# controle_acesso_flat

### src/rtl/controle_acesso_if.sv
// ----------------------------------------------------------------------------
// controle_acesso_if
//   Bundles the access controller's data-path signals: the assembled PIN frame
//   coming from the keypad PIN assembler, the door sensor, and the lock/status
//   outputs going to the actuator and LEDs.
//
//   pin_in       pinPac_t  {digit1,digit2,digit3,digit4,status}; 4'hF = digit
//                          not entered, status = frame valid
//   door_closed  1         door sensor, 1 = closed
//   unlock       1         lock actuator release
//   bloqueado    1         lockout active
//   prog_mode    1         waiting for a new user PIN
//   fail_count   FW        consecutive failures, saturates at MAX_TRIES
//   pin_ok       1         one-cycle pulse, PIN accepted
//   pin_err      1         one-cycle pulse, PIN rejected
//
//   master : PIN assembler / environment side (drives pin_in, door_closed)
//   slave  : access controller side
// ----------------------------------------------------------------------------
interface controle_acesso_if #(
    parameter int unsigned MAX_TRIES = 3
);
    localparam int unsigned FW = $clog2(MAX_TRIES + 1);

    typedef struct packed {
        logic [3:0] digit1;
        logic [3:0] digit2;
        logic [3:0] digit3;
        logic [3:0] digit4;
        logic       status;
    } pinPac_t;

    pinPac_t         pin_in;
    logic            door_closed;
    logic            unlock;
    logic            bloqueado;
    logic            prog_mode;
    logic [FW-1:0]   fail_count;
    logic            pin_ok;
    logic            pin_err;

    modport master (
        output pin_in,
        output door_closed,
        input  unlock,
        input  bloqueado,
        input  prog_mode,
        input  fail_count,
        input  pin_ok,
        input  pin_err
    );

    modport slave (
        input  pin_in,
        input  door_closed,
        output unlock,
        output bloqueado,
        output prog_mode,
        output fail_count,
        output pin_ok,
        output pin_err
    );
endinterface

### src/rtl/controle_acesso.sv
// ----------------------------------------------------------------------------
// controle_acesso
//   Door-lock access controller. Evaluates each new PIN frame once (on the
//   rising edge of pin_in.status) against the fixed master PIN and a
//   programmable user PIN, opens the lock for a timed window, counts
//   consecutive failures and enforces a timed lockout once MAX_TRIES failures
//   accumulate. The master PIN enters programming mode, where the next
//   complete frame (other than the master PIN) becomes the new user PIN.
//
//   clk   in  system clock
//   rst   in  asynchronous reset, active high
//   bus   controle_acesso_if.slave (pin_in, door_closed in; unlock,
//         bloqueado, prog_mode, fail_count, pin_ok, pin_err out)
//
//   All outputs are registered; a frame's result appears the cycle after its
//   status is first sampled high. One down-counting timer is shared by the
//   unlock window, the lockout and the programming timeout.
// ----------------------------------------------------------------------------
module controle_acesso #(
    parameter int unsigned MAX_TRIES        = 3,
    parameter int unsigned UNLOCK_CYCLES    = 5000,
    parameter int unsigned LOCKOUT_CYCLES   = 30000,
    parameter int unsigned PROG_TIMEOUT     = 10000,
    parameter logic [15:0] MASTER_PIN       = 16'h1234,
    parameter logic [15:0] DEFAULT_USER_PIN = 16'h0000
) (
    input logic              clk,
    input logic              rst,
    controle_acesso_if.slave bus
);

    localparam int unsigned FW = $clog2(MAX_TRIES + 1);

    localparam int unsigned T_UL_LO = (UNLOCK_CYCLES > LOCKOUT_CYCLES) ?
                                      UNLOCK_CYCLES : LOCKOUT_CYCLES;
    localparam int unsigned T_MAX   = (T_UL_LO > PROG_TIMEOUT) ?
                                      T_UL_LO : PROG_TIMEOUT;
    localparam int unsigned TW      = $clog2(T_MAX + 1);

    localparam logic [TW-1:0] T_UNLOCK  = TW'(UNLOCK_CYCLES - 1);
    localparam logic [TW-1:0] T_LOCKOUT = TW'(LOCKOUT_CYCLES - 1);
    localparam logic [TW-1:0] T_PROG    = TW'(PROG_TIMEOUT - 1);
    localparam logic [FW-1:0] F_MAX     = FW'(MAX_TRIES);

    localparam logic [1:0] S_IDLE     = 2'd0;
    localparam logic [1:0] S_UNLOCKED = 2'd1;
    localparam logic [1:0] S_LOCKOUT  = 2'd2;
    localparam logic [1:0] S_PROG     = 2'd3;

    logic [1:0]    state;
    logic [TW-1:0] timer;
    logic [FW-1:0] fail_q;
    logic [15:0]   user_pin;
    logic          status_q;

    logic          unlock_q;
    logic          bloqueado_q;
    logic          prog_mode_q;
    logic          pin_ok_q;
    logic          pin_err_q;

    // Frame decode
    logic          ev;
    logic [15:0]   pin;
    logic          incomplete;
    logic          is_master;
    logic          is_user;
    logic          timer_zero;
    logic [FW-1:0] fail_inc;

    always_comb begin
        ev         = bus.pin_in.status & ~status_q;
        pin        = {bus.pin_in.digit1, bus.pin_in.digit2,
                      bus.pin_in.digit3, bus.pin_in.digit4};
        incomplete = (bus.pin_in.digit1 == 4'hF) | (bus.pin_in.digit2 == 4'hF) |
                     (bus.pin_in.digit3 == 4'hF) | (bus.pin_in.digit4 == 4'hF);
        is_master  = (pin == MASTER_PIN);
        is_user    = (pin == user_pin);
        timer_zero = (timer == '0);
        fail_inc   = fail_q + FW'(1);
    end

    always_ff @(posedge clk or posedge rst) begin
        if (rst) begin
            state       <= S_IDLE;
            timer       <= '0;
            fail_q      <= '0;
            user_pin    <= DEFAULT_USER_PIN;
            status_q    <= 1'b0;
            unlock_q    <= 1'b0;
            bloqueado_q <= 1'b0;
            prog_mode_q <= 1'b0;
            pin_ok_q    <= 1'b0;
            pin_err_q   <= 1'b0;
        end else begin
            status_q  <= bus.pin_in.status;
            pin_ok_q  <= 1'b0;
            pin_err_q <= 1'b0;

            case (state)
                S_IDLE: begin
                    if (ev) begin
                        if (incomplete) begin
                            pin_err_q <= 1'b1;
                        end else if (is_master) begin
                            pin_ok_q    <= 1'b1;
                            fail_q      <= '0;
                            timer       <= T_PROG;
                            prog_mode_q <= 1'b1;
                            state       <= S_PROG;
                        end else if (is_user) begin
                            pin_ok_q <= 1'b1;
                            fail_q   <= '0;
                            timer    <= T_UNLOCK;
                            unlock_q <= 1'b1;
                            state    <= S_UNLOCKED;
                        end else begin
                            pin_err_q <= 1'b1;
                            fail_q    <= fail_inc;
                            if (fail_inc == F_MAX) begin
                                timer       <= T_LOCKOUT;
                                bloqueado_q <= 1'b1;
                                state       <= S_LOCKOUT;
                            end
                        end
                    end
                end

                // Timer parks at zero; the lock stays released until the door
                // is seen closed, so an open door never gets re-locked on it.
                S_UNLOCKED: begin
                    if (!timer_zero) begin
                        timer <= timer - TW'(1);
                    end else if (bus.door_closed) begin
                        unlock_q <= 1'b0;
                        state    <= S_IDLE;
                    end
                end

                S_LOCKOUT: begin
                    if (!timer_zero) begin
                        timer <= timer - TW'(1);
                    end else begin
                        bloqueado_q <= 1'b0;
                        fail_q      <= '0;
                        state       <= S_IDLE;
                    end
                end

                // A frame arriving on the timeout cycle is still evaluated.
                S_PROG: begin
                    if (ev) begin
                        if (!incomplete && !is_master) begin
                            user_pin <= pin;
                            pin_ok_q <= 1'b1;
                        end else begin
                            pin_err_q <= 1'b1;
                        end
                        prog_mode_q <= 1'b0;
                        state       <= S_IDLE;
                    end else if (timer_zero) begin
                        prog_mode_q <= 1'b0;
                        state       <= S_IDLE;
                    end else begin
                        timer <= timer - TW'(1);
                    end
                end

                default: begin
                    unlock_q    <= 1'b0;
                    bloqueado_q <= 1'b0;
                    prog_mode_q <= 1'b0;
                    state       <= S_IDLE;
                end
            endcase
        end
    end

    assign bus.unlock     = unlock_q;
    assign bus.bloqueado  = bloqueado_q;
    assign bus.prog_mode  = prog_mode_q;
    assign bus.fail_count = fail_q;
    assign bus.pin_ok     = pin_ok_q;
    assign bus.pin_err    = pin_err_q;

endmodule

### src/flat_wrapper.sv
// flat-port wrapper written by rule: the top's interface ports become plain ports
module controle_acesso_flat 
#(
    parameter int unsigned MAX_TRIES        = 3,
    parameter int unsigned UNLOCK_CYCLES    = 5000,
    parameter int unsigned LOCKOUT_CYCLES   = 30000,
    parameter int unsigned PROG_TIMEOUT     = 10000,
    parameter logic [15:0] MASTER_PIN       = 16'h1234,
    parameter logic [15:0] DEFAULT_USER_PIN = 16'h0000
)
  (clk, rst, bus_pin_in, bus_door_closed, bus_unlock, bus_bloqueado, bus_prog_mode, bus_fail_count, bus_pin_ok, bus_pin_err);
  controle_acesso_if #(.MAX_TRIES(MAX_TRIES)) bus_i ();
  input logic clk;
  input logic rst;
  input wire logic [$bits(bus_i.pin_in)-1:0] bus_pin_in;
  input wire logic [$bits(bus_i.door_closed)-1:0] bus_door_closed;
  output wire logic [$bits(bus_i.unlock)-1:0] bus_unlock;
  output wire logic [$bits(bus_i.bloqueado)-1:0] bus_bloqueado;
  output wire logic [$bits(bus_i.prog_mode)-1:0] bus_prog_mode;
  output wire logic [$bits(bus_i.fail_count)-1:0] bus_fail_count;
  output wire logic [$bits(bus_i.pin_ok)-1:0] bus_pin_ok;
  output wire logic [$bits(bus_i.pin_err)-1:0] bus_pin_err;
  assign bus_i.pin_in = bus_pin_in;
  assign bus_i.door_closed = bus_door_closed;
  assign bus_unlock = bus_i.unlock;
  assign bus_bloqueado = bus_i.bloqueado;
  assign bus_prog_mode = bus_i.prog_mode;
  assign bus_fail_count = bus_i.fail_count;
  assign bus_pin_ok = bus_i.pin_ok;
  assign bus_pin_err = bus_i.pin_err;
  controle_acesso #(.MAX_TRIES(MAX_TRIES), .UNLOCK_CYCLES(UNLOCK_CYCLES), .LOCKOUT_CYCLES(LOCKOUT_CYCLES), .PROG_TIMEOUT(PROG_TIMEOUT), .MASTER_PIN(MASTER_PIN), .DEFAULT_USER_PIN(DEFAULT_USER_PIN)) u_core (.clk(clk), .rst(rst), .bus(bus_i));
endmodule
### config.mk
export PLATFORM = sky130hd
export DESIGN_NAME = controle_acesso_flat
export DESIGN_NICKNAME = d
export VERILOG_FILES = /design/src/rtl/controle_acesso_if.sv /design/src/rtl/controle_acesso.sv /design/src/flat_wrapper.sv
export SDC_FILE = /design/constraint.sdc
export NUM_CORES = 1
export LEC_CHECK = 0
export CORE_MARGIN = 2
export CORE_UTILIZATION = 50
export CTS_CLUSTER_SIZE = 20
export DETAILED_ROUTE_END_ITERATION = 10
export DONT_BUFFER_PORTS = 1
export PLACE_DENSITY = 0.65
export SYNTH_ARGS = -nofsm -noshare
export SYNTH_HDL_FRONTEND = slang
export SYNTH_SLANG_ARGS = --single-unit
### constraint.sdc
create_clock -name clk -period 3.9 [get_ports clk]
set_input_delay 0.78 -clock clk [delete_from_list [all_inputs] [get_ports clk]]
set_output_delay 0.78 -clock clk [all_outputs]
set_load 0.005 [all_outputs]
### Sequential cells coloured by netlist name, controle_acesso_flat

(4 px per micron) Other sequential cells in the stronger grey, the rest of the logic in the fainter grey.
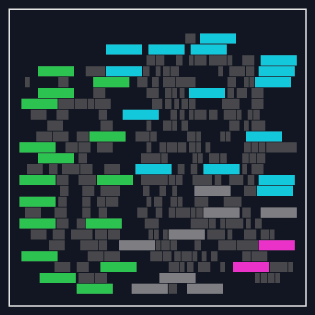
[magenta] u_core.bus.fail_count | flops: 2
[cyan] u_core.timer | flops: 15
[green] u_core.user_pin | flops: 16
register area: 1030 sq um
flop share of the area: 40.0%
post-layout util: 54.4%
Seq. pwr: 0.000569 W

==> flow_summary.toml <==
# flow metrics
[synthesis]
ys_sh_aoi_pct = 17.1
top_cell_area_share_pct = 42.1
muxShareOfSynthArea_pct = 8.43
edf_count = 0

[global_routing]
met1_usage_pct = 26.0
antenna_found_initial = 0

[route]
wl_met3_microns = 249
via_count = 1836

[power]
powerComb_w = 0.000487
pwr_density_cell_nw_per_um2 = 518
power_frac_comb_pct = 36.6

[sta]
finalClockSkew_ns = 0.00486
relSlewSlack_pct = 45.7

[place]
io_buffers = 0

[critical_path]
r2r_start = "u_core.timer[0]"
slowest_stage = "and4_1"
crit_required_ns = 4.12
cp_data_arrival_time_ns = 2.62
cp_slowest_stage_delay_ns = 0.50

[die]
rows = 25

[job]
warning_count = 30

[finish]
final_cell_mix = "dfrtp_1, o21ai_0, nor2_1, nand2_1"

[status]
status = "finished, final reports clean"

[clock_network]
cts_buffers = 5
htree_levels = 2
## sequential cells by signal, summed over array words and instances (netlist names)
signal                 cells
u_core.bus.bloqueado       1
u_core.bus.fail_count      2
u_core.bus.pin_err         1
u_core.bus.pin_ok          1
u_core.bus.prog_mode       1
u_core.bus.unlock          1
u_core.state               2
u_core.status_q            1
u_core.timer              15
u_core.user_pin           16
## cell type report
| type | count | area, sq um | area share, % |
|---|---|---|---|
| tap | 67 | 83.8 | 3.27 |
| clock inverter | 2 | 10.0 | 0.390 |
| inverter | 10 | 37.5 | 1.46 |
| multi-input combinational | 184 | 1330 | 51.8 |
| sequential | 41 | 1030 | 40.0 |
| timing repair buffer | 1 | 7.51 | 0.292 |
| clock buffer | 6 | 72.6 | 2.83 |
## worst paths after layout
kind	to	depth (start not counted)	slack, ns
worst max-delay path	u_core.bus.bloqueado	8	1.50
max in group asynchronous	u_core.timer[10]	2	2.60
min in group clk	u_core.status_q	0	0.51
worst max register to register	u_core.bus.bloqueado	8	1.50
worst min register to register	u_core.timer[14]	1	0.52
worst min-delay path	u_core.user_pin[7]	1	0.51

# div_ratio_ctrl

### The metal 2 layer, div_ratio_ctrl

(6 px per micron)
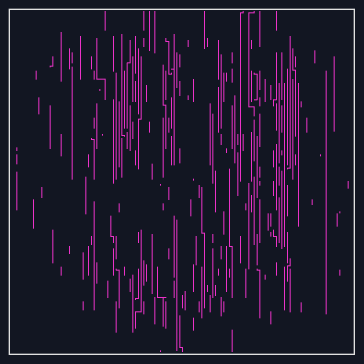
### Clock nets, div_ratio_ctrl

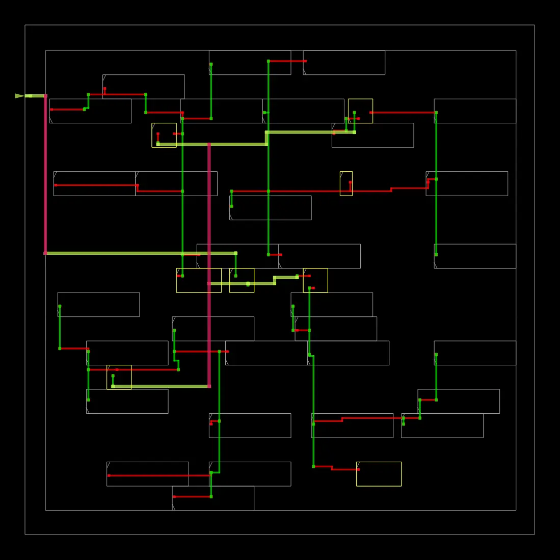
### Placement density heat map, div_ratio_ctrl

(6 px per micron) 11 x 11 tiles, from black (low) to pale yellow (high), 0 to 100% covered.
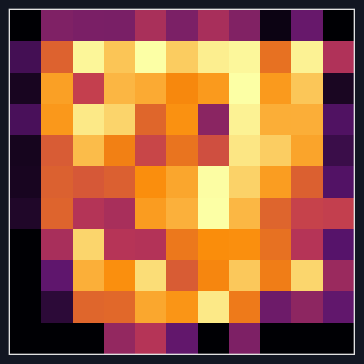
$ cat config.mk
export PLATFORM = sky130hd
export DESIGN_NAME = div_ratio_ctrl
export DESIGN_NICKNAME = d
export VERILOG_FILES = /design/src/rtl/clkdiv_pkg.sv /design/src/rtl/div_edge_det.sv /design/src/rtl/div_ratio_ctrl.sv
export SDC_FILE = /design/constraint.sdc
export NUM_CORES = 1
export LEC_CHECK = 0
export CAP_MARGIN = 25
export CORE_MARGIN = 2
export CORE_UTILIZATION = 51
export DETAILED_ROUTE_END_ITERATION = 10
export PLACE_DENSITY_LB_ADDON = 0.3
export SYNTH_ARGS = -nofsm -noshare
export SYNTH_HDL_FRONTEND = slang
export SYNTH_SLANG_ARGS = --single-unit
$ cat constraint.sdc
create_clock -name clk -period 2.5 [get_ports clk]
set_input_delay 0.75 -clock clk [delete_from_list [all_inputs] [get_ports clk]]
set_output_delay 0.75 -clock clk [all_outputs]
set_load 0.005 [all_outputs]
$ cat src/rtl/clkdiv_pkg.sv
// Shared definitions for the clock-divider programming front-end:
// controller states, special ratio codes and the timeout terminal count.
package clkdiv_pkg;

    typedef enum logic [1:0] {
        OFF  = 2'd0,
        RUN  = 2'd1,
        PEND = 2'd2
    } state_e;

    localparam int unsigned RATIO_STOP    = 0;
    localparam int unsigned RATIO_ILLEGAL = 1;

    // All-ones value of a (w+1)-bit counter, which outlasts the longest half period.
    function automatic int unsigned timeout_tc(input int unsigned w);
        return (32'd1 << (w + 1)) - 32'd1;
    endfunction

endpackage

$ cat src/rtl/div_edge_det.sv
// One-flop edge detector on the divider's registered output clock.
// Both inputs share the controller's clock domain, so no synchroniser is needed.
module div_edge_det (
    input  logic clk,
    input  logic reset_n,
    input  logic div_clk_fb,
    output logic fall,
    output logic rise
);

    logic fb_q;
    logic fb_d;

    always_comb begin
        fb_d = div_clk_fb;
    end

    // NOTE: sequential state is always written with non-blocking assignments so
    // every flop samples the pre-edge values of the others.
    always_ff @(posedge clk or negedge reset_n) begin
        if (!reset_n) begin
            fb_q <= 1'b0;
        end else begin
            fb_q <= fb_d;
        end
    end

    assign fall = fb_q & ~div_clk_fb;
    assign rise = ~fb_q & div_clk_fb;

endmodule

$ cat src/rtl/div_ratio_ctrl.sv
// Ratio-change front-end for the integer clock divider: accepts requests and
// applies them only on the cycle after the divided clock falls.
module div_ratio_ctrl
    import clkdiv_pkg::*;
#(
    parameter int unsigned width = 8
) (
    input  logic             clk,
    input  logic             reset_n,
    input  logic             req_valid,
    input  logic [width-1:0] req_ratio,
    output logic             req_ready,
    input  logic             div_clk_fb,
    output logic [width-1:0] div_ratio,
    output logic             div_enable,
    output logic             busy,
    output logic             err_pulse,
    output logic             timeout_pulse
);

    localparam int unsigned          TW    = width + 1;
    localparam int unsigned          TC_I  = timeout_tc(width);
    localparam logic [TW-1:0]        TC    = TC_I[TW-1:0];
    localparam logic [width-1:0]     R_STOP = width'(RATIO_STOP);
    localparam logic [width-1:0]     R_ILL  = width'(RATIO_ILLEGAL);

    state_e             state_q,   state_d;
    logic [width-1:0]   ratio_q,   ratio_d;
    logic               enable_q,  enable_d;
    logic [width-1:0]   pend_q,    pend_d;
    logic [TW-1:0]      tcnt_q,    tcnt_d;
    logic               err_q,     err_d;
    logic               tout_q,    tout_d;

    logic fall;
    logic unused_rise;
    logic accept;
    logic timeout;

    div_edge_det u_edge (
        .clk        (clk),
        .reset_n    (reset_n),
        .div_clk_fb (div_clk_fb),
        .fall       (fall),
        .rise       (unused_rise)
    );

    assign req_ready = (state_q != PEND);
    assign busy      = (state_q == PEND);
    assign accept    = req_valid && req_ready;
    assign timeout   = (state_q == PEND) && (tcnt_q == TC);

    // NOTE: every variable gets a default before the case so no path leaves it
    // unassigned, which would otherwise infer a latch.
    always_comb begin
        state_d  = state_q;
        ratio_d  = ratio_q;
        enable_d = enable_q;
        pend_d   = pend_q;
        tcnt_d   = '0;
        err_d    = 1'b0;
        tout_d   = 1'b0;

        unique case (state_q)
            OFF: begin
                if (accept) begin
                    if (req_ratio == R_ILL) begin
                        err_d = 1'b1;
                    end else if (req_ratio != R_STOP) begin
                        // Divider is idle, so the new ratio can go straight out.
                        ratio_d  = req_ratio;
                        enable_d = 1'b1;
                        state_d  = RUN;
                    end
                end
            end
            RUN: begin
                if (accept) begin
                    if (req_ratio == R_ILL) begin
                        err_d = 1'b1;
                    end else begin
                        pend_d  = req_ratio;
                        state_d = PEND;
                    end
                end
            end
            PEND: begin
                tcnt_d = tcnt_q + TW'(1);
                if (fall || timeout) begin
                    tcnt_d = '0;
                    // A real fall wins over a coincident timeout.
                    tout_d = !fall;
                    if (pend_q == R_STOP) begin
                        enable_d = 1'b0;
                        state_d  = OFF;
                    end else begin
                        ratio_d = pend_q;
                        state_d = RUN;
                    end
                end
            end
            default: begin
                state_d = OFF;
            end
        endcase
    end

    always_ff @(posedge clk or negedge reset_n) begin
        if (!reset_n) begin
            state_q  <= OFF;
            ratio_q  <= '0;
            enable_q <= 1'b0;
            pend_q   <= '0;
            tcnt_q   <= '0;
            err_q    <= 1'b0;
            tout_q   <= 1'b0;
        end else begin
            state_q  <= state_d;
            ratio_q  <= ratio_d;
            enable_q <= enable_d;
            pend_q   <= pend_d;
            tcnt_q   <= tcnt_d;
            err_q    <= err_d;
            tout_q   <= tout_d;
        end
    end

    assign div_ratio     = ratio_q;
    assign div_enable    = enable_q;
    assign err_pulse     = err_q;
    assign timeout_pulse = tout_q;

endmodule

==> flow_summary.toml <==
# flow metrics
[critical_path]
cp-startpoint = "state_q[1]"
cp-end-kind = "output port"

[sta]
rsz0062_at_grt = "false"
fin_setup_tns_ns = 0

[synthesis]
netlist_area_sq_um = 1450
yosys-top-cells-count = "dfrtp_1, mux2_2, nor2_1"
fp_nets = 124
ys_sh_aoi_pct = 4.06
numSynthFlops = 31
synthArstFlopShare_pct = 100

[finish]
areaGrowthSynthToFinish_pct = 27.8
num-nets-final = 162
antenna_cells = 0
final_cells = 180
final_cell_mix = "dfrtp_1, clkdlybuf4s50_1, mux2_2"

[clock_network]
htree_levels = 2
clkLatencyLatePin_ns = 0.33

[route]
drtAntennaViolNets = 0

[die]
boundaryPins = 25
die_y_microns = 57.3
core-area_sq_um = 2730

[power]
pwr_density_cell_nw_per_um2 = 967

[status]
status = "finished, final reports clean"

[min_path]
worstHoldPathType = "reg2reg"
hp-start = "tcnt_q[0]"
hold_end = "tcnt_q[0]"

[place]
io_buffers = 24
About 'The metal 2 layer' of div_ratio_ctrl:
main direction: vertical
nets with wire on the layer: 142
Post-Route WL: 2.72 mm
met2 usage: 28.9%

About 'Clock nets' of div_ratio_ctrl:
Clk power: 0.000335 W
total CTS buffers: 5
clock buffer count: 8

About 'Placement density heat map' of div_ratio_ctrl:
nearly empty tiles: 9.9%
mean over tiles: 55%
emptiest ninth of the die: south-west
post-layout util: 67.7%
FP Util: 53.0%

## power by group
| group | total, W | switching [W] | internal, W |
|---|---|---|---|
| sequential | 0.000773 | 0.000114 | 0.000659 |
| clock | 0.000335 | 0.000170 | 0.000165 |
| combinational | 0.000681 | 0.000239 | 0.000442 |
| total | 0.00179 | 0.000523 | 0.00127 |
## state kept, by name, indices dropped and copies added (netlist names)
signal	cells
u_edge.fb_q	1
state_q	2
tcnt_q	9
div_ratio	8
err_pulse	1
timeout_pulse	1
div_enable	1
pend_q	8
## logic make-up (layout without fill, tap and decap cells)
| family | count (synthesis) | in the layout |
|---|---|---|
| simple gates | 35 | 35 |
| flops | 31 | 31 |
| mux | 24 | 24 |
| compound gates | 7 | 7 |
| buf+inv | 6 | 45 |
| xor+xnor | 5 | 5 |
| fa+ha+maj | 2 | 2 |
## worst max-delay path, stage by stage (launching register included)
cell             delay, ns
dfrtp_1               0.46
nor2b_2               0.21
buf_4                 0.15
inv_1                 0.05
clkdlybuf4s50_1       0.50
## cell type report
cell class	count	area (sq um)
Clock buffer	8	68.8
Fill cell	210	883
Inverter	5	18.8
Multi-Input combinational cell	73	648
Sequential cell	31	776
Tap cell	31	38.8
Timing Repair Buffer	32	300

# mmio_uart_tx

### The metal 2 layer, mmio_uart_tx

(4 px per micron)
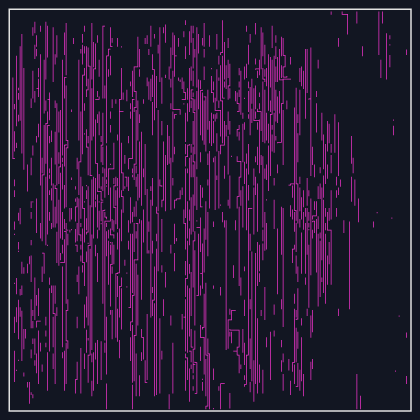
[src/rtl/uart_tx_pkg.sv]
// Shared definitions for the memory-mapped UART transmitter.
// Register offsets, STATUS bit positions, store-size encodings and TX FSM states.
// The divider helper maps a programmed divider of zero to one clock per bit.
package uart_tx_pkg;

  // Word offsets inside the 16-byte window, selected by addr[3:2]
  localparam logic [1:0] OFS_TXDATA  = 2'd0;
  localparam logic [1:0] OFS_STATUS  = 2'd1;
  localparam logic [1:0] OFS_BAUDDIV = 2'd2;
  localparam logic [1:0] OFS_RSVD    = 2'd3;

  // STATUS register bit positions
  localparam int STAT_BUSY    = 0;
  localparam int STAT_FULL    = 1;
  localparam int STAT_EMPTY   = 2;
  localparam int STAT_OVF     = 3;
  localparam int STAT_CNT_LSB = 4;
  localparam int STAT_CNT_MSB = 7;

  // Store size encodings on write_strobe
  localparam logic [1:0] STRB_BYTE     = 2'b00;
  localparam logic [1:0] STRB_HALF     = 2'b01;
  localparam logic [1:0] STRB_WORD     = 2'b10;
  localparam logic [1:0] STRB_WORD_ALT = 2'b11;

  // Transmit FSM states
  typedef enum logic [1:0] {
    ST_IDLE  = 2'd0,
    ST_START = 2'd1,
    ST_DATA  = 2'd2,
    ST_STOP  = 2'd3
  } tx_state_e;

  // A divider of zero behaves as one clock per bit
  function automatic logic [15:0] eff_div(input logic [15:0] d);
    return (d == 16'd0) ? 16'd1 : d;
  endfunction

endpackage

[src/rtl/sync_fifo.sv]
// Synchronous FIFO with a combinational head-of-queue output.
// Latency: a push is visible on dout/empty the edge after it is accepted.
// Backpressure: push while full is dropped unless a pop frees the slot on the same edge.
module sync_fifo #(
  parameter int WIDTH = 8,
  parameter int DEPTH = 4
) (
  input  logic                     clk,
  input  logic                     rst,
  input  logic                     push,
  input  logic [WIDTH-1:0]         din,
  input  logic                     pop,
  output logic [WIDTH-1:0]         dout,
  output logic                     full,
  output logic                     empty,
  output logic [$clog2(DEPTH):0]   count
);

  localparam int AW = $clog2(DEPTH);

  logic [WIDTH-1:0] mem_q [DEPTH];
  logic [AW:0]      wptr_q, wptr_d;
  logic [AW:0]      rptr_q, rptr_d;
  logic             do_push;
  logic             do_pop;

  // Extra pointer MSB separates the full (wrapped) case from the empty case
  assign empty   = (wptr_q == rptr_q);
  assign full    = (wptr_q[AW] != rptr_q[AW]) && (wptr_q[AW-1:0] == rptr_q[AW-1:0]);
  assign count   = wptr_q - rptr_q;
  assign dout    = mem_q[rptr_q[AW-1:0]];
  assign do_pop  = pop & ~empty;
  assign do_push = push & (~full | do_pop);

  // Pointer advance
  always_comb begin
    wptr_d = wptr_q;
    rptr_d = rptr_q;
    if (do_push) wptr_d = wptr_q + 1'b1;
    if (do_pop)  rptr_d = rptr_q + 1'b1;
  end

  // Pointer registers
  always_ff @(posedge clk or posedge rst) begin
    if (rst) begin
      wptr_q <= '0;
      rptr_q <= '0;
    end else begin
      wptr_q <= wptr_d;
      rptr_q <= rptr_d;
    end
  end

  // Storage array, contents are don't-care until written
  always_ff @(posedge clk) begin
    if (do_push) mem_q[wptr_q[AW-1:0]] <= din;
  end

endmodule

[src/rtl/mmio_uart_tx.sv]
// Memory-mapped 8N1 UART transmitter responding in a 16-byte window on the data bus.
// Latency: a TXDATA store at edge N to an idle, empty block drops tx at edge N+1.
// Backpressure: none toward the core; a store into a full FIFO is dropped and flags overflow.
module mmio_uart_tx
  import uart_tx_pkg::*;
#(
  parameter logic [31:0] BASE_ADDR   = 32'h0000_1000,
  parameter int          FIFO_DEPTH  = 4,
  parameter int          DEFAULT_DIV = 16
) (
  input  logic        clk,
  input  logic        rst,
  input  logic [31:0] addr,
  input  logic [31:0] wdata,
  input  logic        we,
  input  logic [1:0]  write_strobe,
  output logic [31:0] rdata,
  output logic        hit,
  output logic        tx,
  output logic        irq
);

  localparam int CW = $clog2(FIFO_DEPTH) + 1;

  // Bus decode
  logic [1:0]    reg_sel;
  logic          wr_en;
  logic          push_req;

  // FIFO interface
  logic [7:0]    fifo_dout;
  logic          fifo_full;
  logic          fifo_empty;
  logic [CW-1:0] fifo_count;
  logic          fifo_pop;

  // Software-visible registers
  logic          ovf_q, ovf_d;
  logic [15:0]   baud_div_q, baud_div_d;

  // Transmitter state
  tx_state_e     state_q, state_d;
  logic [15:0]   bit_div_q, bit_div_d;
  logic [15:0]   baud_cnt_q, baud_cnt_d;
  logic [2:0]    bit_cnt_q, bit_cnt_d;
  logic [7:0]    shreg_q, shreg_d;
  logic          tx_q, tx_d;
  logic          bit_done;
  logic          busy;

  // STATUS assembly
  logic [31:0]   cnt_ext;
  logic [3:0]    cnt_sat;
  logic [31:0]   status_w;

  // Byte-lane address bits and the upper store data never affect this block
  logic          unused_bits;
  assign unused_bits = ^{addr[1:0], wdata[31:16]};

  assign hit      = (addr[31:4] == BASE_ADDR[31:4]);
  assign reg_sel  = addr[3:2];
  assign wr_en    = we & hit;
  assign push_req = wr_en && (reg_sel == OFS_TXDATA);

  assign busy     = (state_q != ST_IDLE);
  assign fifo_pop = (state_q == ST_IDLE) && !fifo_empty;
  assign bit_done = (baud_cnt_q == (bit_div_q - 16'd1));

  assign tx  = tx_q;
  assign irq = fifo_empty & ~busy;

  sync_fifo #(
    .WIDTH (8),
    .DEPTH (FIFO_DEPTH)
  ) u_fifo (
    .clk   (clk),
    .rst   (rst),
    .push  (push_req),
    .din   (wdata[7:0]),
    .pop   (fifo_pop),
    .dout  (fifo_dout),
    .full  (fifo_full),
    .empty (fifo_empty),
    .count (fifo_count)
  );

  // BAUDDIV update: byte stores touch only the low byte
  always_comb begin
    baud_div_d = baud_div_q;
    if (wr_en && (reg_sel == OFS_BAUDDIV)) begin
      case (write_strobe)
        STRB_BYTE:                         baud_div_d[7:0] = wdata[7:0];
        STRB_HALF, STRB_WORD, STRB_WORD_ALT: baud_div_d    = wdata[15:0];
      endcase
    end
  end

  // Sticky overflow: set on a dropped push, cleared by writing 1 to STATUS bit 3
  always_comb begin
    ovf_d = ovf_q;
    if (push_req && fifo_full && !fifo_pop) begin
      ovf_d = 1'b1;
    end else if (wr_en && (reg_sel == OFS_STATUS) && wdata[STAT_OVF]) begin
      ovf_d = 1'b0;
    end
  end

  // Register file state
  always_ff @(posedge clk or posedge rst) begin
    if (rst) begin
      ovf_q      <= 1'b0;
      baud_div_q <= 16'(DEFAULT_DIV);
    end else begin
      ovf_q      <= ovf_d;
      baud_div_q <= baud_div_d;
    end
  end

  // FSM state register
  always_ff @(posedge clk or posedge rst) begin
    if (rst) state_q <= ST_IDLE;
    else     state_q <= state_d;
  end

  // FSM next-state: each non-idle state advances when the current bit time expires
  always_comb begin
    state_d = state_q;
    case (state_q)
      ST_IDLE:  if (!fifo_empty)                      state_d = ST_START;
      ST_START: if (bit_done)                         state_d = ST_DATA;
      ST_DATA:  if (bit_done && (bit_cnt_q == 3'd7))  state_d = ST_STOP;
      ST_STOP:  if (bit_done)                         state_d = ST_IDLE;
      default:                                        state_d = ST_IDLE;
    endcase
  end

  // FSM outputs: next tx level, shift register, bit and baud counters
  always_comb begin
    tx_d       = tx_q;
    shreg_d    = shreg_q;
    bit_div_d  = bit_div_q;
    baud_cnt_d = baud_cnt_q;
    bit_cnt_d  = bit_cnt_q;
    case (state_q)
      ST_IDLE: begin
        tx_d       = 1'b1;
        baud_cnt_d = '0;
        bit_cnt_d  = '0;
        if (!fifo_empty) begin
          // Divider is frozen here so mid-frame BAUDDIV writes cannot stretch the frame
          shreg_d   = fifo_dout;
          bit_div_d = eff_div(baud_div_q);
          tx_d      = 1'b0;
        end
      end
      ST_START: begin
        if (bit_done) begin
          baud_cnt_d = '0;
          tx_d       = shreg_q[0];
          shreg_d    = {1'b0, shreg_q[7:1]};
        end else begin
          baud_cnt_d = baud_cnt_q + 16'd1;
        end
      end
      ST_DATA: begin
        if (bit_done) begin
          baud_cnt_d = '0;
          if (bit_cnt_q == 3'd7) begin
            tx_d = 1'b1;
          end else begin
            bit_cnt_d = bit_cnt_q + 3'd1;
            tx_d      = shreg_q[0];
            shreg_d   = {1'b0, shreg_q[7:1]};
          end
        end else begin
          baud_cnt_d = baud_cnt_q + 16'd1;
        end
      end
      ST_STOP: begin
        if (bit_done) begin
          baud_cnt_d = '0;
          tx_d       = 1'b1;
        end else begin
          baud_cnt_d = baud_cnt_q + 16'd1;
        end
      end
      default: tx_d = 1'b1;
    endcase
  end

  // Transmit datapath registers; tx comes straight from a flop
  always_ff @(posedge clk or posedge rst) begin
    if (rst) begin
      tx_q       <= 1'b1;
      shreg_q    <= '0;
      bit_div_q  <= 16'd1;
      baud_cnt_q <= '0;
      bit_cnt_q  <= '0;
    end else begin
      tx_q       <= tx_d;
      shreg_q    <= shreg_d;
      bit_div_q  <= bit_div_d;
      baud_cnt_q <= baud_cnt_d;
      bit_cnt_q  <= bit_cnt_d;
    end
  end

  assign cnt_ext = 32'(fifo_count);
  assign cnt_sat = (cnt_ext > 32'd15) ? 4'hF : cnt_ext[3:0];

  // Read mux: only STATUS and BAUDDIV return data, everything else reads zero
  always_comb begin
    status_w                             = '0;
    status_w[STAT_BUSY]                  = busy;
    status_w[STAT_FULL]                  = fifo_full;
    status_w[STAT_EMPTY]                 = fifo_empty;
    status_w[STAT_OVF]                   = ovf_q;
    status_w[STAT_CNT_MSB:STAT_CNT_LSB]  = cnt_sat;
    rdata = '0;
    if (hit) begin
      case (reg_sel)
        OFS_STATUS:           rdata = status_w;
        OFS_BAUDDIV:          rdata = {16'h0000, baud_div_q};
        OFS_TXDATA, OFS_RSVD: rdata = '0;
      endcase
    end
  end

endmodule
[config.mk]
export PLATFORM = sky130hd
export DESIGN_NAME = mmio_uart_tx
export DESIGN_NICKNAME = d
export VERILOG_FILES = /design/src/rtl/uart_tx_pkg.sv /design/src/rtl/sync_fifo.sv /design/src/rtl/mmio_uart_tx.sv
export SDC_FILE = /design/constraint.sdc
export NUM_CORES = 1
export LEC_CHECK = 0
export CAP_MARGIN = 20
export CORE_MARGIN = 1.5
export CORE_UTILIZATION = 56
export DETAILED_ROUTE_END_ITERATION = 12
export GPL_TIMING_DRIVEN = 0
export HOLD_SLACK_MARGIN = 0.03
export PLACE_DENSITY = 0.83
export RECOVER_POWER = 25
export SETUP_SLACK_MARGIN = 0.2
export SKIP_LAST_GASP = 1
export SLEW_MARGIN = 15
export SYNTH_ARGS = -nofsm -noshare
export SYNTH_HDL_FRONTEND = slang
export SYNTH_SLANG_ARGS = --single-unit
[constraint.sdc]
create_clock -name clk -period 6.8 [get_ports clk]
set_input_delay 1.02 -clock clk [delete_from_list [all_inputs] [get_ports clk]]
set_output_delay 1.02 -clock clk [all_outputs]
set_load 0.1 [all_outputs]
==> flow_summary.toml <==
# flow metrics
[status]
status = "finished, final reports clean"

[power]
seqPwrFrac_pct = 51.5
intPower_w = 0.000908

[synthesis]
syn-instance-count = 473
ys_cells = 473
top_cell_area_share_pct = 31.3
netlist_area_sq_um = 5280
yosys.stat.seqShare_pct = 51.0
synth_area_leader_cell = "dfrtp_1"

[critical_path]
cp-end-kind = "output port"
worstSetupEndpoint = "rdata[14]"
worstRegToRegCells = 9
crit_required_ns = 5.78

[clock_network]
clkTransAtPathRegs_ns = 0.09
htree_levels = 3

[place]
dp_hpwl_mm = 8.36
routabilityCongestion = 0.814
dp_cells = 669
io_buffers = 69

[finish]
antenna_cells = 0

[sta]
fin_crit_ns = 5.15
hold_slack_ns = 0.495
finalClockSkew_ns = 0.0125
rsz0062_at_grt = "false"

[die]
die_x_microns = 100
fp_util_pct = 57.4
Notes on 'The metal 2 layer' of mmio_uart_tx above:
share of all routed wire: 49%
main direction: vertical
nets with wire on the layer: 522
Vias: 3,855
met2 usage: 41.2%

[kinds of logic (layout without fill, tap and decap cells)]
logic type               count (synthesis)  count (layout)  share of synthesized area (%)
other                                    1              16                         0.0711
AND-OR/OR-AND                           45              45                           5.88
AND/OR/NAND/NOR                        181             181                           17.6
flip-flops                             101             101                           51.0
adder cells (fa/ha/maj)                 16              16                           3.94
buffers and inverters                   50             136                           4.74
XOR/XNOR                                37              37                           6.14
multiplexers                            42              42                           10.6
[sequential cells by signal, indices dropped and copies added (netlist names)]
register / flops
u_fifo.rptr_q: 3
baud_cnt_q: 16
ovf_q: 1
state_q: 2
bit_div_q: 16
shreg_q: 8
u_fifo.mem_q: 32
bit_cnt_q: 3
baud_div_q: 16
u_fifo.wptr_q: 3
tx: 1
[area by class of cell]
cell class	count	area [sq um]	area share (%)
tap	111	139	2.17
buffer	31	179	2.80
timing repair buffer	70	711	11.1
clock buffer	12	156	2.45
clock inverter	4	55.1	0.861
sequential	101	2690	42.1
inverter	19	72.6	1.13
multi-input combinational	337	2390	37.4
[routing by layer]
layer  part of all wire, %  vias up
li1                      -     1838
met1                    43     1851
met2                    49      141
met3                   5.0       25
met4                   2.8        0
met5                     0        -

# zero_run_expander

### Sequential cells coloured by netlist name, zero_run_expander

(2 px per micron) Other sequential cells in the stronger grey, the rest of the logic in the fainter grey.
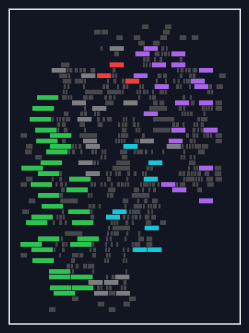
### Clock nets, zero_run_expander

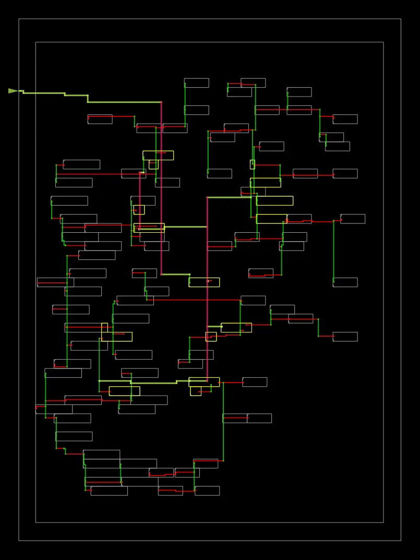
## config.mk

```make
export PLATFORM = sky130hd
export DESIGN_NAME = zero_run_expander
export DESIGN_NICKNAME = d
export VERILOG_FILES = /design/src/rtl/zero_run_expander.sv
export SDC_FILE = /design/constraint.sdc
export NUM_CORES = 1
export LEC_CHECK = 0
export ABC_AREA = 1
export CORE_ASPECT_RATIO = 1.4
export CORE_MARGIN = 5
export CORE_UTILIZATION = 24
export DETAILED_ROUTE_END_ITERATION = 12
export PLACE_DENSITY = 0.39
export REMOVE_ABC_BUFFERS = 1
export SLEW_MARGIN = 30
export SYNTH_ARGS = -nofsm -noshare
export SYNTH_HDL_FRONTEND = slang
export SYNTH_SLANG_ARGS = --single-unit
```

## constraint.sdc

```tcl
create_clock -name clk -period 2.7 [get_ports clk]
set_clock_uncertainty 0.05 [all_clocks]
set_input_delay 0.54 -clock clk [delete_from_list [all_inputs] [get_ports clk]]
set_output_delay 0.54 -clock clk [all_outputs]
set_load 0.01 [all_outputs]
```

## src/rtl/zero_run_expander.sv

```systemverilog
// -----------------------------------------------------------------------------
// zero_run_expander
//
// Expands a zero-run-length encoded byte stream. A nonzero input byte is a
// literal and is passed through unchanged. A 0x00 byte is a run marker: the
// byte that follows it (N, 1..255) is expanded into N zero bytes. A count
// byte of 0x00 is malformed. It raises the sticky err flag, and decoding
// resumes with the next byte treated as a literal or marker.
//
// Input bytes pass through a small FIFO. A three-state FSM (LIT/CNT/RUN)
// consumes the FIFO head and loads a single registered output stage.
//
// Ports
//   clk        sole clock, rising edge
//   rst        synchronous active-high reset
//   in_data    encoded stream byte
//   in_valid   in_data valid this cycle
//   in_ready   FIFO has room (derived from occupancy only)
//   out_data   decoded byte (registered)
//   out_valid  out_data valid; held until out_ready
//   out_ready  downstream accepts out_data this cycle
//   busy       a count byte or zero run is pending (state != LIT)
//   err        sticky: a count byte of 0x00 was received
//   out_count  number of delivered output bytes, modulo 2^20
// -----------------------------------------------------------------------------
module zero_run_expander #(
    parameter int FIFO_DEPTH = 4
) (
    input  logic        clk,
    input  logic        rst,
    input  logic [7:0]  in_data,
    input  logic        in_valid,
    output logic        in_ready,
    output logic [7:0]  out_data,
    output logic        out_valid,
    input  logic        out_ready,
    output logic        busy,
    output logic        err,
    output logic [19:0] out_count
);

    localparam int AW = $clog2(FIFO_DEPTH);

    typedef enum logic [1:0] {
        ST_LIT = 2'd0,
        ST_CNT = 2'd1,
        ST_RUN = 2'd2
    } state_t;

    // ---------------------------------------------------------------------
    // Input FIFO. The depth is a power of two, so the pointers wrap
    // naturally. The head is read combinationally so that the FSM can act
    // in the cycle after a byte is written.
    // ---------------------------------------------------------------------
    logic [7:0]    fifo_mem [FIFO_DEPTH];
    logic [AW-1:0] wr_ptr_reg;
    logic [AW-1:0] rd_ptr_reg;
    logic [AW:0]   count_reg;
    logic [AW:0]   count_next;
    logic          wr_en;
    logic          pop;
    logic          fifo_empty;
    logic [7:0]    head;

    assign in_ready   = (count_reg != (AW+1)'(FIFO_DEPTH));
    assign wr_en      = in_valid && in_ready;
    assign fifo_empty = (count_reg == '0);
    assign head       = fifo_mem[rd_ptr_reg];

    always_ff @(posedge clk) begin
        if (wr_en) begin
            fifo_mem[wr_ptr_reg] <= in_data;
        end
    end

    always_comb begin
        count_next = count_reg;
        case ({wr_en, pop})
            2'b10:   count_next = count_reg + 1'b1;
            2'b01:   count_next = count_reg - 1'b1;
            default: count_next = count_reg;
        endcase
    end

    always_ff @(posedge clk) begin
        if (rst) begin
            wr_ptr_reg <= '0;
            rd_ptr_reg <= '0;
            count_reg  <= '0;
        end else begin
            if (wr_en) begin
                wr_ptr_reg <= wr_ptr_reg + 1'b1;
            end
            if (pop) begin
                rd_ptr_reg <= rd_ptr_reg + 1'b1;
            end
            count_reg <= count_next;
        end
    end

    // ---------------------------------------------------------------------
    // Decoder FSM
    // ---------------------------------------------------------------------
    state_t     state_reg;
    state_t     state_next;
    logic [7:0] run_cnt_reg;
    logic       out_valid_reg;
    logic [7:0] out_data_reg;
    logic       err_reg;
    logic [19:0] out_count_reg;

    // The output stage can take a new byte when it is empty or when its
    // current byte is leaving this cycle. This allows one byte per cycle.
    logic       out_free;
    logic       load;
    logic [7:0] load_data;
    logic       run_start;
    logic       run_step;
    logic       err_set;

    assign out_free = !out_valid_reg || out_ready;

    // State register
    always_ff @(posedge clk) begin
        if (rst) begin
            state_reg <= ST_LIT;
        end else begin
            state_reg <= state_next;
        end
    end

    // Next-state logic
    always_comb begin
        state_next = state_reg;
        case (state_reg)
            ST_LIT: begin
                if (!fifo_empty && out_free && (head == 8'h00)) begin
                    state_next = ST_CNT;
                end
            end
            ST_CNT: begin
                if (!fifo_empty) begin
                    state_next = (head != 8'h00) ? ST_RUN : ST_LIT;
                end
            end
            ST_RUN: begin
                if (out_free && (run_cnt_reg == 8'd1)) begin
                    state_next = ST_LIT;
                end
            end
            default: state_next = ST_LIT;
        endcase
    end

    // Output / datapath control
    always_comb begin
        pop       = 1'b0;
        load      = 1'b0;
        load_data = 8'h00;
        run_start = 1'b0;
        run_step  = 1'b0;
        err_set   = 1'b0;
        case (state_reg)
            ST_LIT: begin
                if (!fifo_empty && out_free) begin
                    pop = 1'b1;
                    if (head != 8'h00) begin
                        load      = 1'b1;
                        load_data = head;
                    end
                end
            end
            ST_CNT: begin
                if (!fifo_empty) begin
                    pop = 1'b1;
                    if (head != 8'h00) begin
                        run_start = 1'b1;
                    end else begin
                        err_set = 1'b1;
                    end
                end
            end
            ST_RUN: begin
                if (out_free) begin
                    load     = 1'b1;
                    run_step = 1'b1;
                end
            end
            default: ;
        endcase
    end

    always_ff @(posedge clk) begin
        if (rst) begin
            run_cnt_reg <= 8'd0;
        end else if (run_start) begin
            run_cnt_reg <= head;
        end else if (run_step) begin
            run_cnt_reg <= run_cnt_reg - 8'd1;
        end
    end

    // Output register: a new load takes priority. Otherwise the byte is
    // dropped once the downstream accepts it.
    always_ff @(posedge clk) begin
        if (rst) begin
            out_valid_reg <= 1'b0;
            out_data_reg  <= 8'h00;
        end else if (load) begin
            out_valid_reg <= 1'b1;
            out_data_reg  <= load_data;
        end else if (out_ready) begin
            out_valid_reg <= 1'b0;
        end
    end

    always_ff @(posedge clk) begin
        if (rst) begin
            err_reg       <= 1'b0;
            out_count_reg <= 20'd0;
        end else begin
            if (err_set) begin
                err_reg <= 1'b1;
            end
            if (out_valid_reg && out_ready) begin
                out_count_reg <= out_count_reg + 20'd1;
            end
        end
    end

    assign out_data  = out_data_reg;
    assign out_valid = out_valid_reg;
    assign busy      = (state_reg != ST_LIT);
    assign err       = err_reg;
    assign out_count = out_count_reg;

endmodule

```

==> flow_summary.toml <==
# flow metrics
[sta]
fin_crit_ns = 2.23
relSlewSlack_pct = 72.1

[route]
avgViaCountPerCell = 4.19
via_count = 2870
route.met2.wl_mm = 4.41

[global_routing]
grt-busiest-layer = "met2"
grt-ovfl-total = 0
met1_usage_pct = 11.2

[min_path]
hold_end = "out_count[6]"

[clock_network]
clkLatencyLatePin_ns = 0.33
clockBufferDepth = 2

[job]
cap_violations = 0
warning_count = 29

[critical_path]
worstReg2RegEnd = "out_data[0]"
cp_slowest_stage_delay_ns = 0.48
slowest_stage = "clkdlybuf4s50_1"

[synthesis]
ys_warn_count = 0

[status]
status = "finished, final reports clean"

[power]
maxPowerGroup = "registers"
clkPwrFrac_pct = 29.9
## Picture notes: 'Sequential cells coloured by netlist name' of zero_run_expander
[cyan] run_cnt_reg | flops: 8
[green] fifo_mem | flops: 32
[purple] out_count | flops: 20
[red] count_reg | flops: 3
not coloured: 18
register area: 1940 sq um
flop share of the area: 41.6%
Seq. pwr: 0.00154 W
post-layout util: 31.0%

## Picture notes: 'Clock nets' of zero_run_expander
Clk power: 0.00121 W
total CTS buffers: 9
clock buffer count: 10

==> tightest hold or removal path: cells and delay by family, from the launching register on <==
family	cells	cell delay, ns
AOI/OAI and AO/OA	1	0.05
buffers and inverters	1	0.05
DFF	1	0.32
==> cells in the mapped netlist (2+ instances only) <==
master    number
nand4_1        5
dfxtp_1       49
inv_2          2
nand3b_1       2
o21ai_0       26
ha_1           8
clkbuf_1       2
nand2_1       89
nor2_2         2
a21oi_1       27
nand3_2        3
nand2_2        9
inv_1         51
buf_6          2
xor2_1         6
nor2_1        55
buf_2          2
o21bai_1       2
nor3_1         8
nand3_1       28
o21a_1         2
a21oi_2        3
nand2_4        3
edfxtp_1      32
==> logic make-up after synthesis <==
| group | after synthesis | share of synthesized area (%) |
|---|---|---|
| flip-flops | 81 | 52.7 |
| AND-OR/OR-AND | 62 | 9.10 |
| AND/OR/NAND/NOR | 209 | 25.8 |
| adder cells (fa/ha/maj) | 9 | 3.26 |
| XOR/XNOR | 7 | 1.66 |
| buffers and inverters | 63 | 7.50 |

# dct_transpose_buffer_flat

### Placement density heat map, dct_transpose_buffer_flat

(0.5 px per micron) 14 x 24 tiles, from black (low) to pale yellow (high), 0 to 100% covered.
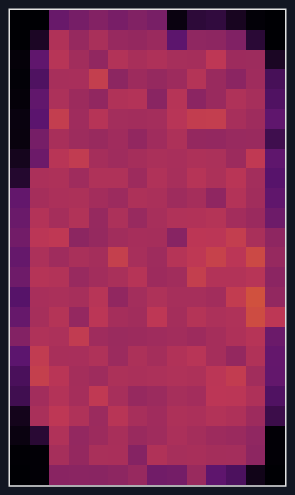
### The metal 2 layer, dct_transpose_buffer_flat

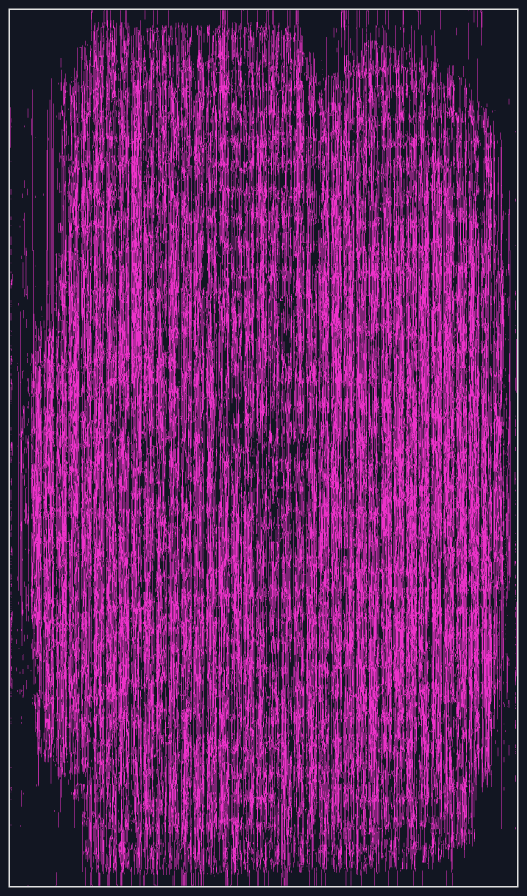
### src/rtl/dct_transpose_buffer_if.sv
// Row-in / column-out handshake bundle for the DCT corner-turn buffer.
// Vectors are packed so that element k sits at index [k].
interface dct_transpose_buffer_if #(
  parameter int DW = 32
);
  logic                in_valid;
  logic                in_ready;
  logic [7:0][DW-1:0]  i_vec;
  logic                out_valid;
  logic                out_ready;
  logic                out_last;
  logic [7:0][DW-1:0]  t_vec;

  modport master (
    output in_valid, i_vec, out_ready,
    input  in_ready, out_valid, out_last, t_vec
  );

  modport slave (
    input  in_valid, i_vec, out_ready,
    output in_ready, out_valid, out_last, t_vec
  );
endinterface

### src/rtl/dct_transpose_buffer.sv
// Ping-pong 8x8 corner-turn memory: rows of a block are written into one bank
// while the previously completed bank is read out column by column.
module dct_transpose_buffer #(
  parameter int DW = 32
) (
  input  logic                    clk,
  input  logic                    reset,
  input  logic                    en,
  dct_transpose_buffer_if.slave   bus
);

  logic          wr_bank_q, wr_bank_d;
  logic          rd_bank_q, rd_bank_d;
  logic [2:0]    wr_row_q,  wr_row_d;
  logic [2:0]    rd_col_q,  rd_col_d;
  logic [1:0]    full_q,    full_d;
  logic [DW-1:0] mem_q [2][8][8];
  logic          in_ready_s;
  logic          out_valid_s;
  logic          wr_acc_s;
  logic          rd_acc_s;

  // reset gates in_ready so nothing is accepted while the buffer is being cleared
  assign in_ready_s  = en & reset & ~full_q[wr_bank_q];
  assign out_valid_s = en & full_q[rd_bank_q];
  assign wr_acc_s    = bus.in_valid & in_ready_s;
  assign rd_acc_s    = out_valid_s & bus.out_ready;

  assign bus.in_ready  = in_ready_s;
  assign bus.out_valid = out_valid_s;
  assign bus.out_last  = out_valid_s & (rd_col_q == 3'd7);

  // Next-state for the bank pointers, row/column counters and full flags
  always_comb begin
    wr_bank_d = wr_bank_q;
    rd_bank_d = rd_bank_q;
    wr_row_d  = wr_row_q;
    rd_col_d  = rd_col_q;
    full_d    = full_q;
    if (rd_acc_s) begin
      rd_col_d = rd_col_q + 3'd1;
      if (rd_col_q == 3'd7) begin
        full_d[rd_bank_q] = 1'b0;
        rd_bank_d         = ~rd_bank_q;
      end else begin
        rd_bank_d = rd_bank_q;
      end
    end else begin
      rd_col_d = rd_col_q;
    end
    // write and read completion always hit different banks, so both may land
    if (wr_acc_s) begin
      wr_row_d = wr_row_q + 3'd1;
      if (wr_row_q == 3'd7) begin
        full_d[wr_bank_q] = 1'b1;
        wr_bank_d         = ~wr_bank_q;
      end else begin
        wr_bank_d = wr_bank_q;
      end
    end else begin
      wr_row_d = wr_row_q;
    end
  end

  // Control state register
  always_ff @(posedge clk or negedge reset) begin
    if (!reset) begin
      wr_bank_q <= 1'b0;
      rd_bank_q <= 1'b0;
      wr_row_q  <= 3'd0;
      rd_col_q  <= 3'd0;
      full_q    <= 2'b00;
    end else begin
      wr_bank_q <= wr_bank_d;
      rd_bank_q <= rd_bank_d;
      wr_row_q  <= wr_row_d;
      rd_col_q  <= rd_col_d;
      full_q    <= full_d;
    end
  end

  // Block storage, deliberately not reset
  always_ff @(posedge clk) begin
    if (wr_acc_s) begin
      for (int k = 0; k < 8; k++) begin
        mem_q[wr_bank_q][wr_row_q][k] <= bus.i_vec[k];
      end
    end
  end

  // Column read mux, forced to zero whenever no column is being presented
  always_comb begin
    for (int k = 0; k < 8; k++) begin
      if (out_valid_s) begin
        bus.t_vec[k] = mem_q[rd_bank_q][k][rd_col_q];
      end else begin
        bus.t_vec[k] = '0;
      end
    end
  end

endmodule
### src/flat_wrapper.sv
// flat-port wrapper written by rule: the top's interface ports become plain ports
module dct_transpose_buffer_flat 
#(
  parameter int DW = 32
)
  (clk, reset, en, bus_in_valid, bus_i_vec, bus_out_ready, bus_in_ready, bus_out_valid, bus_out_last, bus_t_vec);
  dct_transpose_buffer_if #(.DW(DW)) bus_i ();
  input  logic clk;
  input  logic reset;
  input  logic en;
  input wire logic [$bits(bus_i.in_valid)-1:0] bus_in_valid;
  input wire logic [$bits(bus_i.i_vec)-1:0] bus_i_vec;
  input wire logic [$bits(bus_i.out_ready)-1:0] bus_out_ready;
  output wire logic [$bits(bus_i.in_ready)-1:0] bus_in_ready;
  output wire logic [$bits(bus_i.out_valid)-1:0] bus_out_valid;
  output wire logic [$bits(bus_i.out_last)-1:0] bus_out_last;
  output wire logic [$bits(bus_i.t_vec)-1:0] bus_t_vec;
  assign bus_i.in_valid = bus_in_valid;
  assign bus_i.i_vec = bus_i_vec;
  assign bus_i.out_ready = bus_out_ready;
  assign bus_in_ready = bus_i.in_ready;
  assign bus_out_valid = bus_i.out_valid;
  assign bus_out_last = bus_i.out_last;
  assign bus_t_vec = bus_i.t_vec;
  dct_transpose_buffer #(.DW(DW)) u_core (.clk(clk), .reset(reset), .en(en), .bus(bus_i));
endmodule
### config.mk
export PLATFORM = sky130hd
export DESIGN_NAME = dct_transpose_buffer_flat
export DESIGN_NICKNAME = d
export VERILOG_FILES = /design/src/rtl/dct_transpose_buffer_if.sv /design/src/rtl/dct_transpose_buffer.sv /design/src/flat_wrapper.sv
export SDC_FILE = /design/constraint.sdc
export NUM_CORES = 2
export LEC_CHECK = 0
export CORE_ASPECT_RATIO = 1.75
export CORE_MARGIN = 8
export CORE_UTILIZATION = 35
export CTS_CLUSTER_SIZE = 40
export DETAILED_ROUTE_END_ITERATION = 6
export GPL_TIMING_DRIVEN = 0
export MAX_ROUTING_LAYER = met4
export PLACE_DENSITY_LB_ADDON = 0.05
export SLEW_MARGIN = 20
export SYNTH_ARGS = -nofsm -noshare
export SYNTH_HDL_FRONTEND = slang
export SYNTH_SLANG_ARGS = --single-unit
export TNS_END_PERCENT = 1
### constraint.sdc
create_clock -name clk -period 45.2 [get_ports clk]
set_clock_uncertainty 0.15 [all_clocks]
set_input_delay 4.52 -clock clk [delete_from_list [all_inputs] [get_ports clk]]
set_output_delay 4.52 -clock clk [all_outputs]
set_load 0.05 [all_outputs]
==> flow_summary.toml <==
# flow metrics
[route]
drtAntennaViolNets = 3
wl_met1_mm = 328
drc = 1

[clock_network]
clockBufferDepth = 4

[job]
warning_count = 30

[global_routing]
grt-ovfl-total = 0
grt_pass1_vias = 109000

[finish]
final_cells = 17900
antenna_cells = 408
areaGrowthSynthToFinish_pct = 20.5
biggestRegsByFlops = "u_core.mem_q (4096), u_core.rd_col_q (3), u_core.wr_row_q (3)"
seq-cell-share_pct = 58.5

[sta]
fin_crit_ns = 14.28
fmax_mhz = 70.0

[critical_path]
critPathMaxFanout = 10

[power]
p_leak_nw = 75.4
clkPwrFrac_pct = 32.9

[status]
status = "finished with violations"
violations = "antenna violations, design-rule violations"

[synthesis]
fp_nets = 9605
About 'Placement density heat map' of dct_transpose_buffer_flat:
nearly empty tiles: 4.8%
mean over tiles: 39%
fullest tile: 58%
FP Util: 35.1%
Core Region: 498,000 sq um
post-layout util: 42.3%

About 'The metal 2 layer' of dct_transpose_buffer_flat:
main direction: vertical
wire length on this layer: 437 mm
share of all routed wire: 46%
nets with wire on the layer: 10,192
Post-Route WL: 958 mm
met2 usage: 55.0%

-- synthesized netlist by cell type --
library cell	instances	share of area (%)
a32o_1	1	0.0057
ha_1	4	0.029
xnor2_1	3	0.015
nand2_2	1	0.0036
buf_4	97	0.42
a21o_1	1792	7.7
mux4_2	1024	13
nand4_1	1	0.0036
nor2_1	2	0.0043
nor4b_4	1	0.014
or3b_1	1	0.0050
mux2i_1	256	1.5
edfxtp_1	4096	70
buf_6	3	0.019
buf_2	302	0.86
o21ai_1	157	0.45
mux2_2	261	1.7
nand2_1	4	0.0086
nand3_1	2	0.0057
nor4_4	7	0.085
and3_1	1	0.0036
nor2b_1	260	0.93
dfrtp_1	10	0.14
buf_1	290	0.62
mux2_4	1	0.0086
o2bb2ai_1	1	0.0050
clkbuf_1	385	0.83
nand3b_1	2	0.0086
inv_1	1	0.0021
nand4b_1	1	0.0050
nand2b_1	3	0.011
and2_1	9	0.032
nor3_1	5	0.014
xor2_1	1	0.0050
a21oi_1	256	0.73
o21ai_0	99	0.28
-- critical path: cells and delay by family --
kind | cells | cell delay [ns]
buf+inv | 5 | 3.61
compound gates | 2 | 1.21
simple gates | 1 | 0.14


==> screenshots <==
Power grid.
(a)
(2 px per micron) Pins as bars on the die edge.
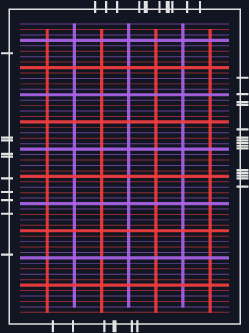
(b)
(4 px per micron) Pins as bars on the die edge.
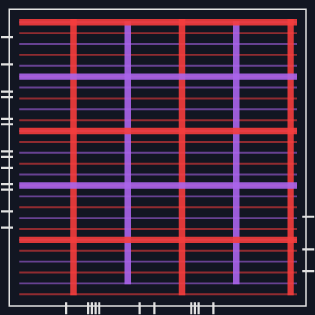
(c)
(4 px per micron) Pins as bars on the die edge.
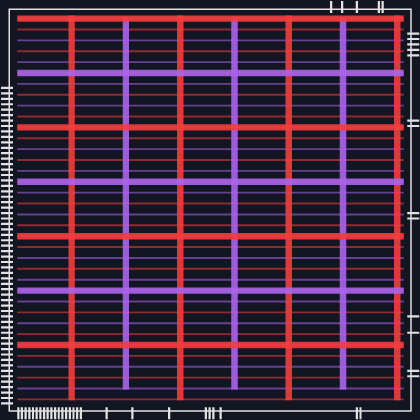
(d)
(6 px per micron) Pins as bars on the die edge.
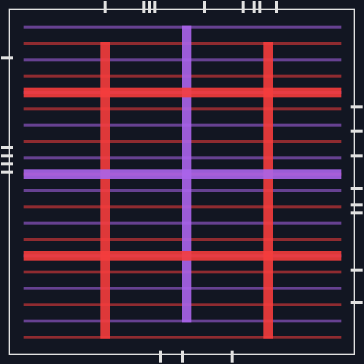
(e)
(0.5 px per micron) Pins as bars on the die edge.
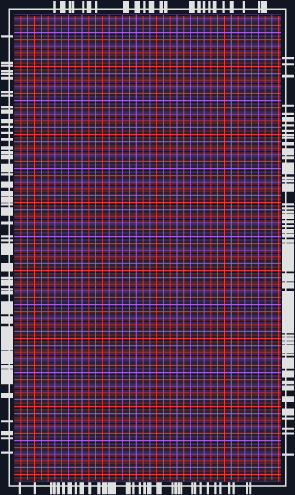
zero_run_expander -> (a)
dct_transpose_buffer_flat -> (e)
mmio_uart_tx -> (c)
controle_acesso_flat -> (b)
div_ratio_ctrl -> (d)
Of these, largest die: (e)

No activity file was given, so power comes from the tool's default toggle rates.
